# design 1

### Placement by cell class, design 1

The bar under the picture is 10 um long.
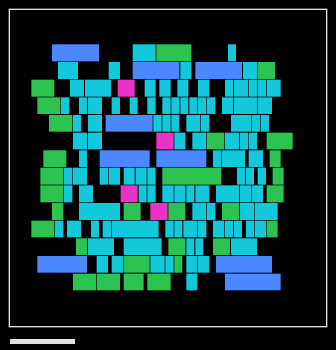
==> config.mk <==
export PLATFORM = sky130hd
export DESIGN_NAME = prio_drain_encoder
export DESIGN_NICKNAME = d
export VERILOG_FILES = /design/src/rtl/prio_drain_pkg.sv /design/src/rtl/prio_find_msb.sv /design/src/rtl/prio_drain_encoder.sv
export SDC_FILE = /design/constraint.sdc
export NUM_CORES = 1
export LEC_CHECK = 0
export ABC_AREA = 1
export CAP_MARGIN = 20
export CORE_MARGIN = 3
export CORE_UTILIZATION = 40
export CTS_BUF_LIST = sky130_fd_sc_hd__clkbuf_2 sky130_fd_sc_hd__clkbuf_4 sky130_fd_sc_hd__clkbuf_8
export DETAILED_ROUTE_END_ITERATION = 6
export GPL_TIMING_DRIVEN = 0
export PLACE_DENSITY = 0.68
export SLEW_MARGIN = 20
export SYNTH_ARGS = -nofsm -noshare
export SYNTH_HDL_FRONTEND = slang
export SYNTH_SLANG_ARGS = --single-unit
==> constraint.sdc <==
create_clock -name clk -period 2.15 [get_ports clk]
set_input_delay 0.645 -clock clk [delete_from_list [all_inputs] [get_ports clk]]
set_output_delay 0.645 -clock clk [all_outputs]
set_load 0.02 [all_outputs]
==> src/rtl/prio_drain_pkg.sv <==
// Shared types and helpers for the priority drain encoder.
package prio_drain_pkg;

  typedef enum logic {
    IDLE  = 1'b0,
    DRAIN = 1'b1
  } state_t;

  function automatic int idx_w(input int w);
    return $clog2(w);
  endfunction

endpackage

==> src/rtl/prio_find_msb.sv <==
// Combinational highest-set-bit finder; idx is 0 when no bit is set.
module prio_find_msb
  import prio_drain_pkg::*;
#(
  parameter int WIDTH = 8,
  localparam int IDX_W = idx_w(WIDTH)
) (
  input  logic [WIDTH-1:0] vec,
  output logic [IDX_W-1:0] idx,
  output logic             any
);

  always_comb begin
    idx = '0;
    any = 1'b0;
    // Ascending scan: the highest set bit is the last one written.
    for (int i = 0; i < WIDTH; i++) begin
      if (vec[i]) begin
        idx = IDX_W'(i);
        any = 1'b1;
      end
    end
  end

endmodule

==> src/rtl/prio_drain_encoder.sv <==
// Drains a request vector into one index beat per set bit, highest first.
// Optional out_remain popcount port is enabled by defining PRIO_DRAIN_COUNT_EN.
module prio_drain_encoder
  import prio_drain_pkg::*;
#(
  parameter int WIDTH = 8,
  localparam int IDX_W = idx_w(WIDTH)
) (
  input  logic             clk,
  input  logic             rst,
  input  logic             in_valid,
  output logic             in_ready,
  input  logic [WIDTH-1:0] in_data,
  output logic             out_valid,
  input  logic             out_ready,
  output logic [IDX_W-1:0] out_idx,
  output logic             out_last,
  output logic             out_zero
`ifdef PRIO_DRAIN_COUNT_EN
  ,
  output logic [IDX_W:0]   out_remain
`endif
);

  localparam logic [WIDTH-1:0] ONE = WIDTH'(1);

  state_t           state;
  logic [WIDTH-1:0] mask;
  logic [IDX_W-1:0] msb_idx;
  logic             msb_any;
  logic [WIDTH-1:0] rest;
  logic             drain;
  logic             last;
  logic             accept;
  logic             retire;

  prio_find_msb #(.WIDTH(WIDTH)) u_find (
    .vec (mask),
    .idx (msb_idx),
    .any (msb_any)
  );

  // Outputs are forced idle while rst is high so nothing can hand off during reset.
  assign drain  = (state == DRAIN) && !rst;
  assign rest   = mask & ~(ONE << msb_idx);
  assign last   = (rest == '0);
  assign retire = drain && out_ready;
  assign accept = in_valid && in_ready;

  assign in_ready  = !rst && ((state == IDLE) || (drain && last && out_ready));
  assign out_valid = drain;
  assign out_idx   = drain ? msb_idx : '0;
  assign out_last  = drain && last;
  assign out_zero  = drain && !msb_any;

`ifdef PRIO_DRAIN_COUNT_EN
  function automatic logic [IDX_W:0] popcount(input logic [WIDTH-1:0] v);
    logic [IDX_W:0] n;
    n = '0;
    for (int i = 0; i < WIDTH; i++) n = n + (IDX_W+1)'(v[i]);
    return n;
  endfunction

  assign out_remain = drain ? popcount(mask) : '0;
`endif

  // A new vector accepted on the final retire overrides the cleared mask: no bubble.
  always_ff @(posedge clk) begin
    if (rst) begin
      state <= IDLE;
      mask  <= '0;
    end else begin
      if (retire) mask <= rest;
      if (accept) begin
        mask  <= in_data;
        state <= DRAIN;
      end else if (retire && last) begin
        state <= IDLE;
      end
    end
  end

endmodule

==> GITHUB_STEP_SUMMARY <==
## Synthesis and layout report

| Metric | Value |
|---|---|
| Run status | complete, but fails checks |
| Violated checks | negative setup slack |
| Number of warnings in the stage logs | 28 |
| Number of sinks handled by clock tree synthesis | 9 |
| Layout sequential cell count | 9 |
| Worst path depth | 11 |
| Start point of the worst hold path | mask[5] |
| Share of power burned in the clock network | 0.277 |
| First-pass GRT wire length | 3010 um |
| Worst setup path endpoint | in_ready |
| Synth Instances | 118 |
| Max-cap violations | 0 |
| Setup violators final | 2 |
| Clock group power | 0.149 mW |
| Post-Synth Simple-Gate Area | 0.511 |
| Max Fclk | 417 MHz |
| Antenna violations before repair | 0 |
| Proportion of register bits with asynchronous set or reset after synthesis | 0 |
| Setup slack after layout | -0.246 ns |
| Clock slew seen by the registers of the worst setup and hold paths | 0.06 ns |
| R2r startpoint | mask[1] |
| CTS resizes | 40 |
| Top post-synthesis cells by count | sky130_fd_sc_hd__nand2_1 (27), sky130_fd_sc_hd__inv_1 (19), sky130_fd_sc_hd__a21oi_1 (12) |
| Minimum hold slack | 0.523 ns |
| Yosys stat cell total | 118 |
Notes on 'Placement by cell class' of design 1 above:
legend:
  magenta:
    class: clock drivers and dummy loads
    cells: 4
    share_of_their_area: 2.8%
  cyan:
    class: all other logic
    cells: 105
    share_of_their_area: 55%
  green:
    class: other buffers and delay cells
    cells: 29
    share_of_their_area: 24%
  blue:
    class: flip-flops
    cells: 9
    share_of_their_area: 18%
sequential share of cell area: 0.175
placeable core region: 1610 um^2
final core utilization: 0.678
std cell rows: 14
post-route cell area: 1090 um^2

## sequential cells by signal, indices dropped and copies added (netlist names)
signal,cells
state,1
mask,8
## stage by stage
stage | util | setup slack [ns] | power, mW | area (um^2) | TNS [ns]
after floorplan | - | 0.0559 | 0.310 | 751 | 0
after global placement | 0.590 | -0.881 | 0.360 | 951 | -6.14
after detailed placement | 0.590 | -0.885 | 0.362 | 951 | -6.27
after CTS | 0.623 | -0.238 | 0.520 | 1000 | -0.481
after global routing | 0.678 | -0.367 | 0.576 | 1090 | -0.743
final | 0.678 | -0.246 | 0.540 | 1090 | -0.428

# design 2

[src/rtl/grf_write_arbiter.sv]
// Two-requester write arbiter in front of the GRF's single write port.
// Each requester owns a one-entry holding slot; a round-robin pointer picks
// one valid slot per cycle and the winner is registered onto A3/WD3/WE3.
module grf_write_arbiter #(
  parameter int unsigned DATA_W = 32,
  parameter int unsigned ADDR_W = 5
) (
  input  logic              clk,
  input  logic              reset,
  input  logic              req0_valid,
  input  logic [ADDR_W-1:0] req0_addr,
  input  logic [DATA_W-1:0] req0_data,
  output logic              req0_ready,
  input  logic              req1_valid,
  input  logic [ADDR_W-1:0] req1_addr,
  input  logic [DATA_W-1:0] req1_data,
  output logic              req1_ready,
  output logic [ADDR_W-1:0] A3,
  output logic [DATA_W-1:0] WD3,
  output logic              WE3,
  output logic              grant_id,
  input  logic [ADDR_W-1:0] query_addr,
  output logic              query_pending
);

  typedef struct packed {
    logic [ADDR_W-1:0] addr;
    logic [DATA_W-1:0] data;
  } wr_req_t;

  // Slot state
  logic [1:0] slot_valid;
  wr_req_t    slot0;
  wr_req_t    slot1;

  // Round-robin pointer: id of the slot that won the most recent tie
  logic       last;

  // Arbitration results (derived from slot state only)
  logic       tie;
  logic       grant_any;
  logic       grant_sel;
  logic       grant0;
  logic       grant1;
  wr_req_t    winner;

  // Handshake decode
  logic       take0;
  logic       take1;
  logic       load0;
  logic       load1;

  // Query comparisons
  logic       hit_slot0;
  logic       hit_slot1;
  logic       hit_port;

  // Pick one valid slot; on a tie the slot that did not win last time goes.
  always_comb begin
    tie       = slot_valid[0] & slot_valid[1];
    grant_any = slot_valid[0] | slot_valid[1];
    grant_sel = 1'b0;
    if (tie) begin
      grant_sel = ~last;
    end else if (slot_valid[1]) begin
      grant_sel = 1'b1;
    end
    grant0 = grant_any & ~grant_sel;
    grant1 = grant_any & grant_sel;
    winner = grant_sel ? slot1 : slot0;
  end

  // A slot can accept when empty or when it is draining this cycle.
  always_comb begin
    req0_ready = ~slot_valid[0] | grant0;
    req1_ready = ~slot_valid[1] | grant1;
    take0      = req0_valid & req0_ready;
    take1      = req1_valid & req1_ready;
    // Writes to $0 complete the handshake but never occupy a slot.
    load0      = take0 & (req0_addr != '0);
    load1      = take1 & (req1_addr != '0);
  end

  // Slot 0: drain on grant, refill on transfer (same edge allowed).
  always_ff @(posedge clk or negedge reset) begin
    if (!reset) begin
      slot_valid[0] <= 1'b0;
      slot0         <= '0;
    end else begin
      if (grant0) begin
        slot_valid[0] <= 1'b0;
      end
      if (take0) begin
        slot_valid[0] <= load0;
        if (load0) begin
          slot0.addr <= req0_addr;
          slot0.data <= req0_data;
        end
      end
    end
  end

  // Slot 1: drain on grant, refill on transfer (same edge allowed).
  always_ff @(posedge clk or negedge reset) begin
    if (!reset) begin
      slot_valid[1] <= 1'b0;
      slot1         <= '0;
    end else begin
      if (grant1) begin
        slot_valid[1] <= 1'b0;
      end
      if (take1) begin
        slot_valid[1] <= load1;
        if (load1) begin
          slot1.addr <= req1_addr;
          slot1.data <= req1_data;
        end
      end
    end
  end

  // Round-robin pointer advances only when both slots competed.
  always_ff @(posedge clk or negedge reset) begin
    if (!reset) begin
      last <= 1'b1;
    end else if (tie) begin
      last <= grant_sel;
    end
  end

  // Registered GRF write port; address/data hold while idle.
  always_ff @(posedge clk or negedge reset) begin
    if (!reset) begin
      WE3      <= 1'b0;
      A3       <= '0;
      WD3      <= '0;
      grant_id <= 1'b0;
    end else begin
      WE3 <= grant_any;
      if (grant_any) begin
        A3       <= winner.addr;
        WD3      <= winner.data;
        grant_id <= grant_sel;
      end
    end
  end

  // Report a register that still has a write in a slot or on the port.
  always_comb begin
    hit_slot0     = slot_valid[0] & (slot0.addr == query_addr);
    hit_slot1     = slot_valid[1] & (slot1.addr == query_addr);
    hit_port      = WE3 & (A3 == query_addr);
    query_pending = (query_addr != '0) & (hit_slot0 | hit_slot1 | hit_port);
  end

endmodule

[config.mk]
export PLATFORM = sky130hd
export DESIGN_NAME = grf_write_arbiter
export DESIGN_NICKNAME = d
export VERILOG_FILES = /design/src/rtl/grf_write_arbiter.sv
export SDC_FILE = /design/constraint.sdc
export NUM_CORES = 1
export LEC_CHECK = 0
export ABC_AREA = 1
export CAP_MARGIN = 20
export CORE_MARGIN = 2
export CORE_UTILIZATION = 40
export CTS_CLUSTER_DIAMETER = 50
export DETAILED_ROUTE_END_ITERATION = 6
export GPL_TIMING_DRIVEN = 0
export PLACE_DENSITY = 0.67
export SYNTH_ARGS = -nofsm -noshare
export SYNTH_HDL_FRONTEND = slang
export SYNTH_SLANG_ARGS = --single-unit
[constraint.sdc]
create_clock -name clk -period 3.5 [get_ports clk]
set_clock_uncertainty 0.1 [all_clocks]
set_input_delay 0.35 -clock clk [delete_from_list [all_inputs] [get_ports clk]]
set_output_delay 0.35 -clock clk [all_outputs]
set_load 0.005 [all_outputs]
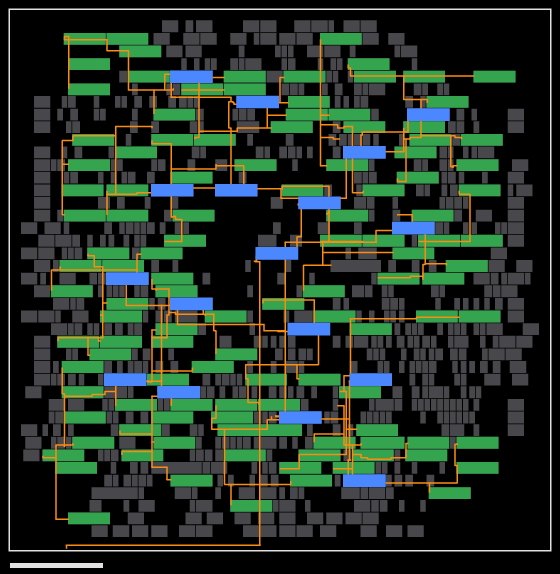
*Clock network drawn from the DEF, design 2*
The bar under the picture is 20 um long.
legend:
  orange:
    item: clock wires
    length: 1480 um
  green:
    item: flip-flops
    count: 116
  blue:
    item: cells driving clock nets
    count: 17
routed clock nets: 18
clock group power: 1.68 mW
share of power burned in the clock network: 0.306

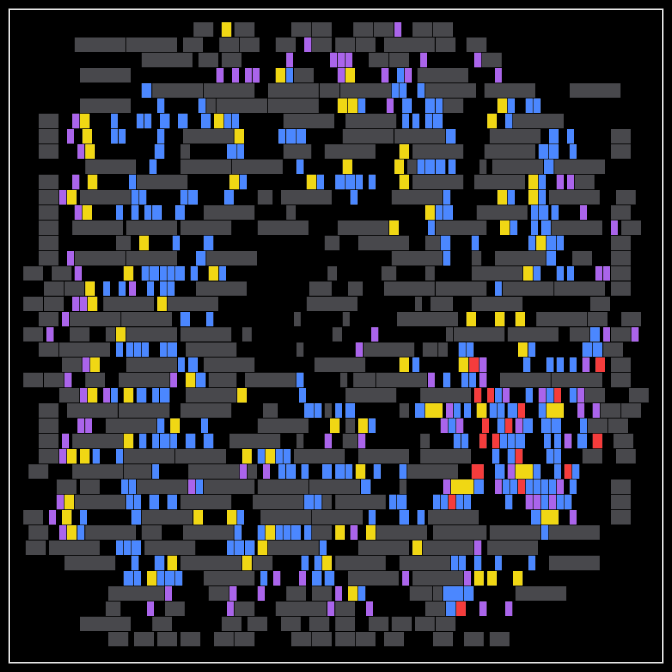
*Selected gate families, design 2*
legend:
  yellow:
    family: inverting AOI/OAI gates
    cells: 80
    most_used: o21ai_0
    where: all over the die
  red:
    family: NOR gates
    cells: 17
    most_used: nor2_1
  purple:
    family: inverters
    cells: 95
    most_used: inv_1
    where: all over the die
  blue:
    family: NAND gates
    cells: 269
    most_used: nand2_1
    where: all over the die
most common logic cell in the routed design: sky130_fd_sc_hd__nand2_1
combinational fraction of the cell area: 0.226
number of cells in the finished layout apart from fillers: 937

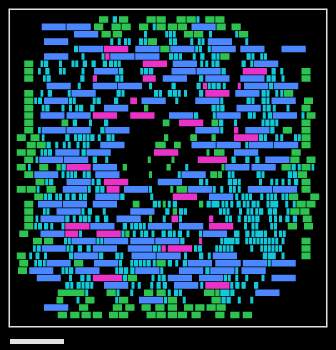
*Placement by cell class, design 2*
The bar under the picture is 20 um long.
legend:
  green:
    class: other buffers and delay cells
    cells: 156
    share_of_their_area: 21%
  magenta:
    class: clock drivers and dummy loads
    cells: 32
    share_of_their_area: 8.4%
  cyan:
    class: all other logic
    cells: 461
    share_of_their_area: 28%
  blue:
    class: flip-flops
    cells: 116
    share_of_their_area: 42%
post-route cell area: 7120 um^2
std cell rows: 41
sequential share of cell area: 0.408

==> GITHUB_STEP_SUMMARY <==
## Synthesis and layout report

| Metric | Value |
|---|---|
| Root cell of the clock tree | sky130_fd_sc_hd__clkbuf_16 |
| Most used standard cell by instance count after synthesis | sky130_fd_sc_hd__nand2_1 |
| Run status | finished clean |
| Setup repair after global routing missed its margin | no |
| Total length of routed met3 wires | 736 um |
| Multi-input logic cell count | 366 |
| Met1 track demand over resource in global routing | 0.279 |
| Leading register cell type out of synthesis | sky130_fd_sc_hd__dfrtp_1 |
| Number of warnings in the stage logs | 26 |
| Highest Signal Layer | met4 |
| CTS tree | yes |
| CP startpoint | query_addr[3] |
| Synth Instances | 607 |
| Synthesis area per yosys | 5050 um^2 |
| Met1 Wirelength | 6010 um |
| Count of TritonRoute iterations in the first routing pass | 5 |
| IO buf count | 124 |
| Top post-synthesis cells by count | sky130_fd_sc_hd__nand2_1 (189), sky130_fd_sc_hd__dfrtp_1 (115), sky130_fd_sc_hd__inv_1 (93) |
| Cell type of the slowest stage on the worst timing path | sky130_fd_sc_hd__clkdlybuf4s50_1 |
| Number of buffers added by the clock tree synthesis step | 17 |
| Full die area | 13500 um^2 |
| Number of inserted diodes | 0 |
| Net total in the final layout | 835 |
| Ordered list of cells on the worst path | clkdlybuf4s50_1 > inv_1 > nand2_1 > nand2_1 > nor2_1 > nand3_1 > nand3_1 > nand2_1 > inv_1 > clkdlybuf4s50_1 |
| Hpwl dp | 9380 um |
| Post-DR wirelength/cell | 14.2 um |
-- registers in the layout, indices dropped and copies added, names as in the netlist --
register    flops
A3              5
WD3            32
WE3             1
grant_id        1
last            1
slot0          37
slot1          37
slot_valid      2
-- report_power, final --
part	internal (mW)	switching, mW	total [mW]
combinational	0.833	0.862	1.69
sequential	1.81	0.308	2.12
clock	1.09	0.587	1.68
total	3.74	1.76	5.49
-- tightest hold or removal path, stage by stage (launching register included) --
cell	delay (ns)
sky130_fd_sc_hd__dfrtp_1	0.34
sky130_fd_sc_hd__nand2_1	0.05
sky130_fd_sc_hd__nand2_1	0.05

Power figures rest on the tool's default switching activity, not on a simulated workload.
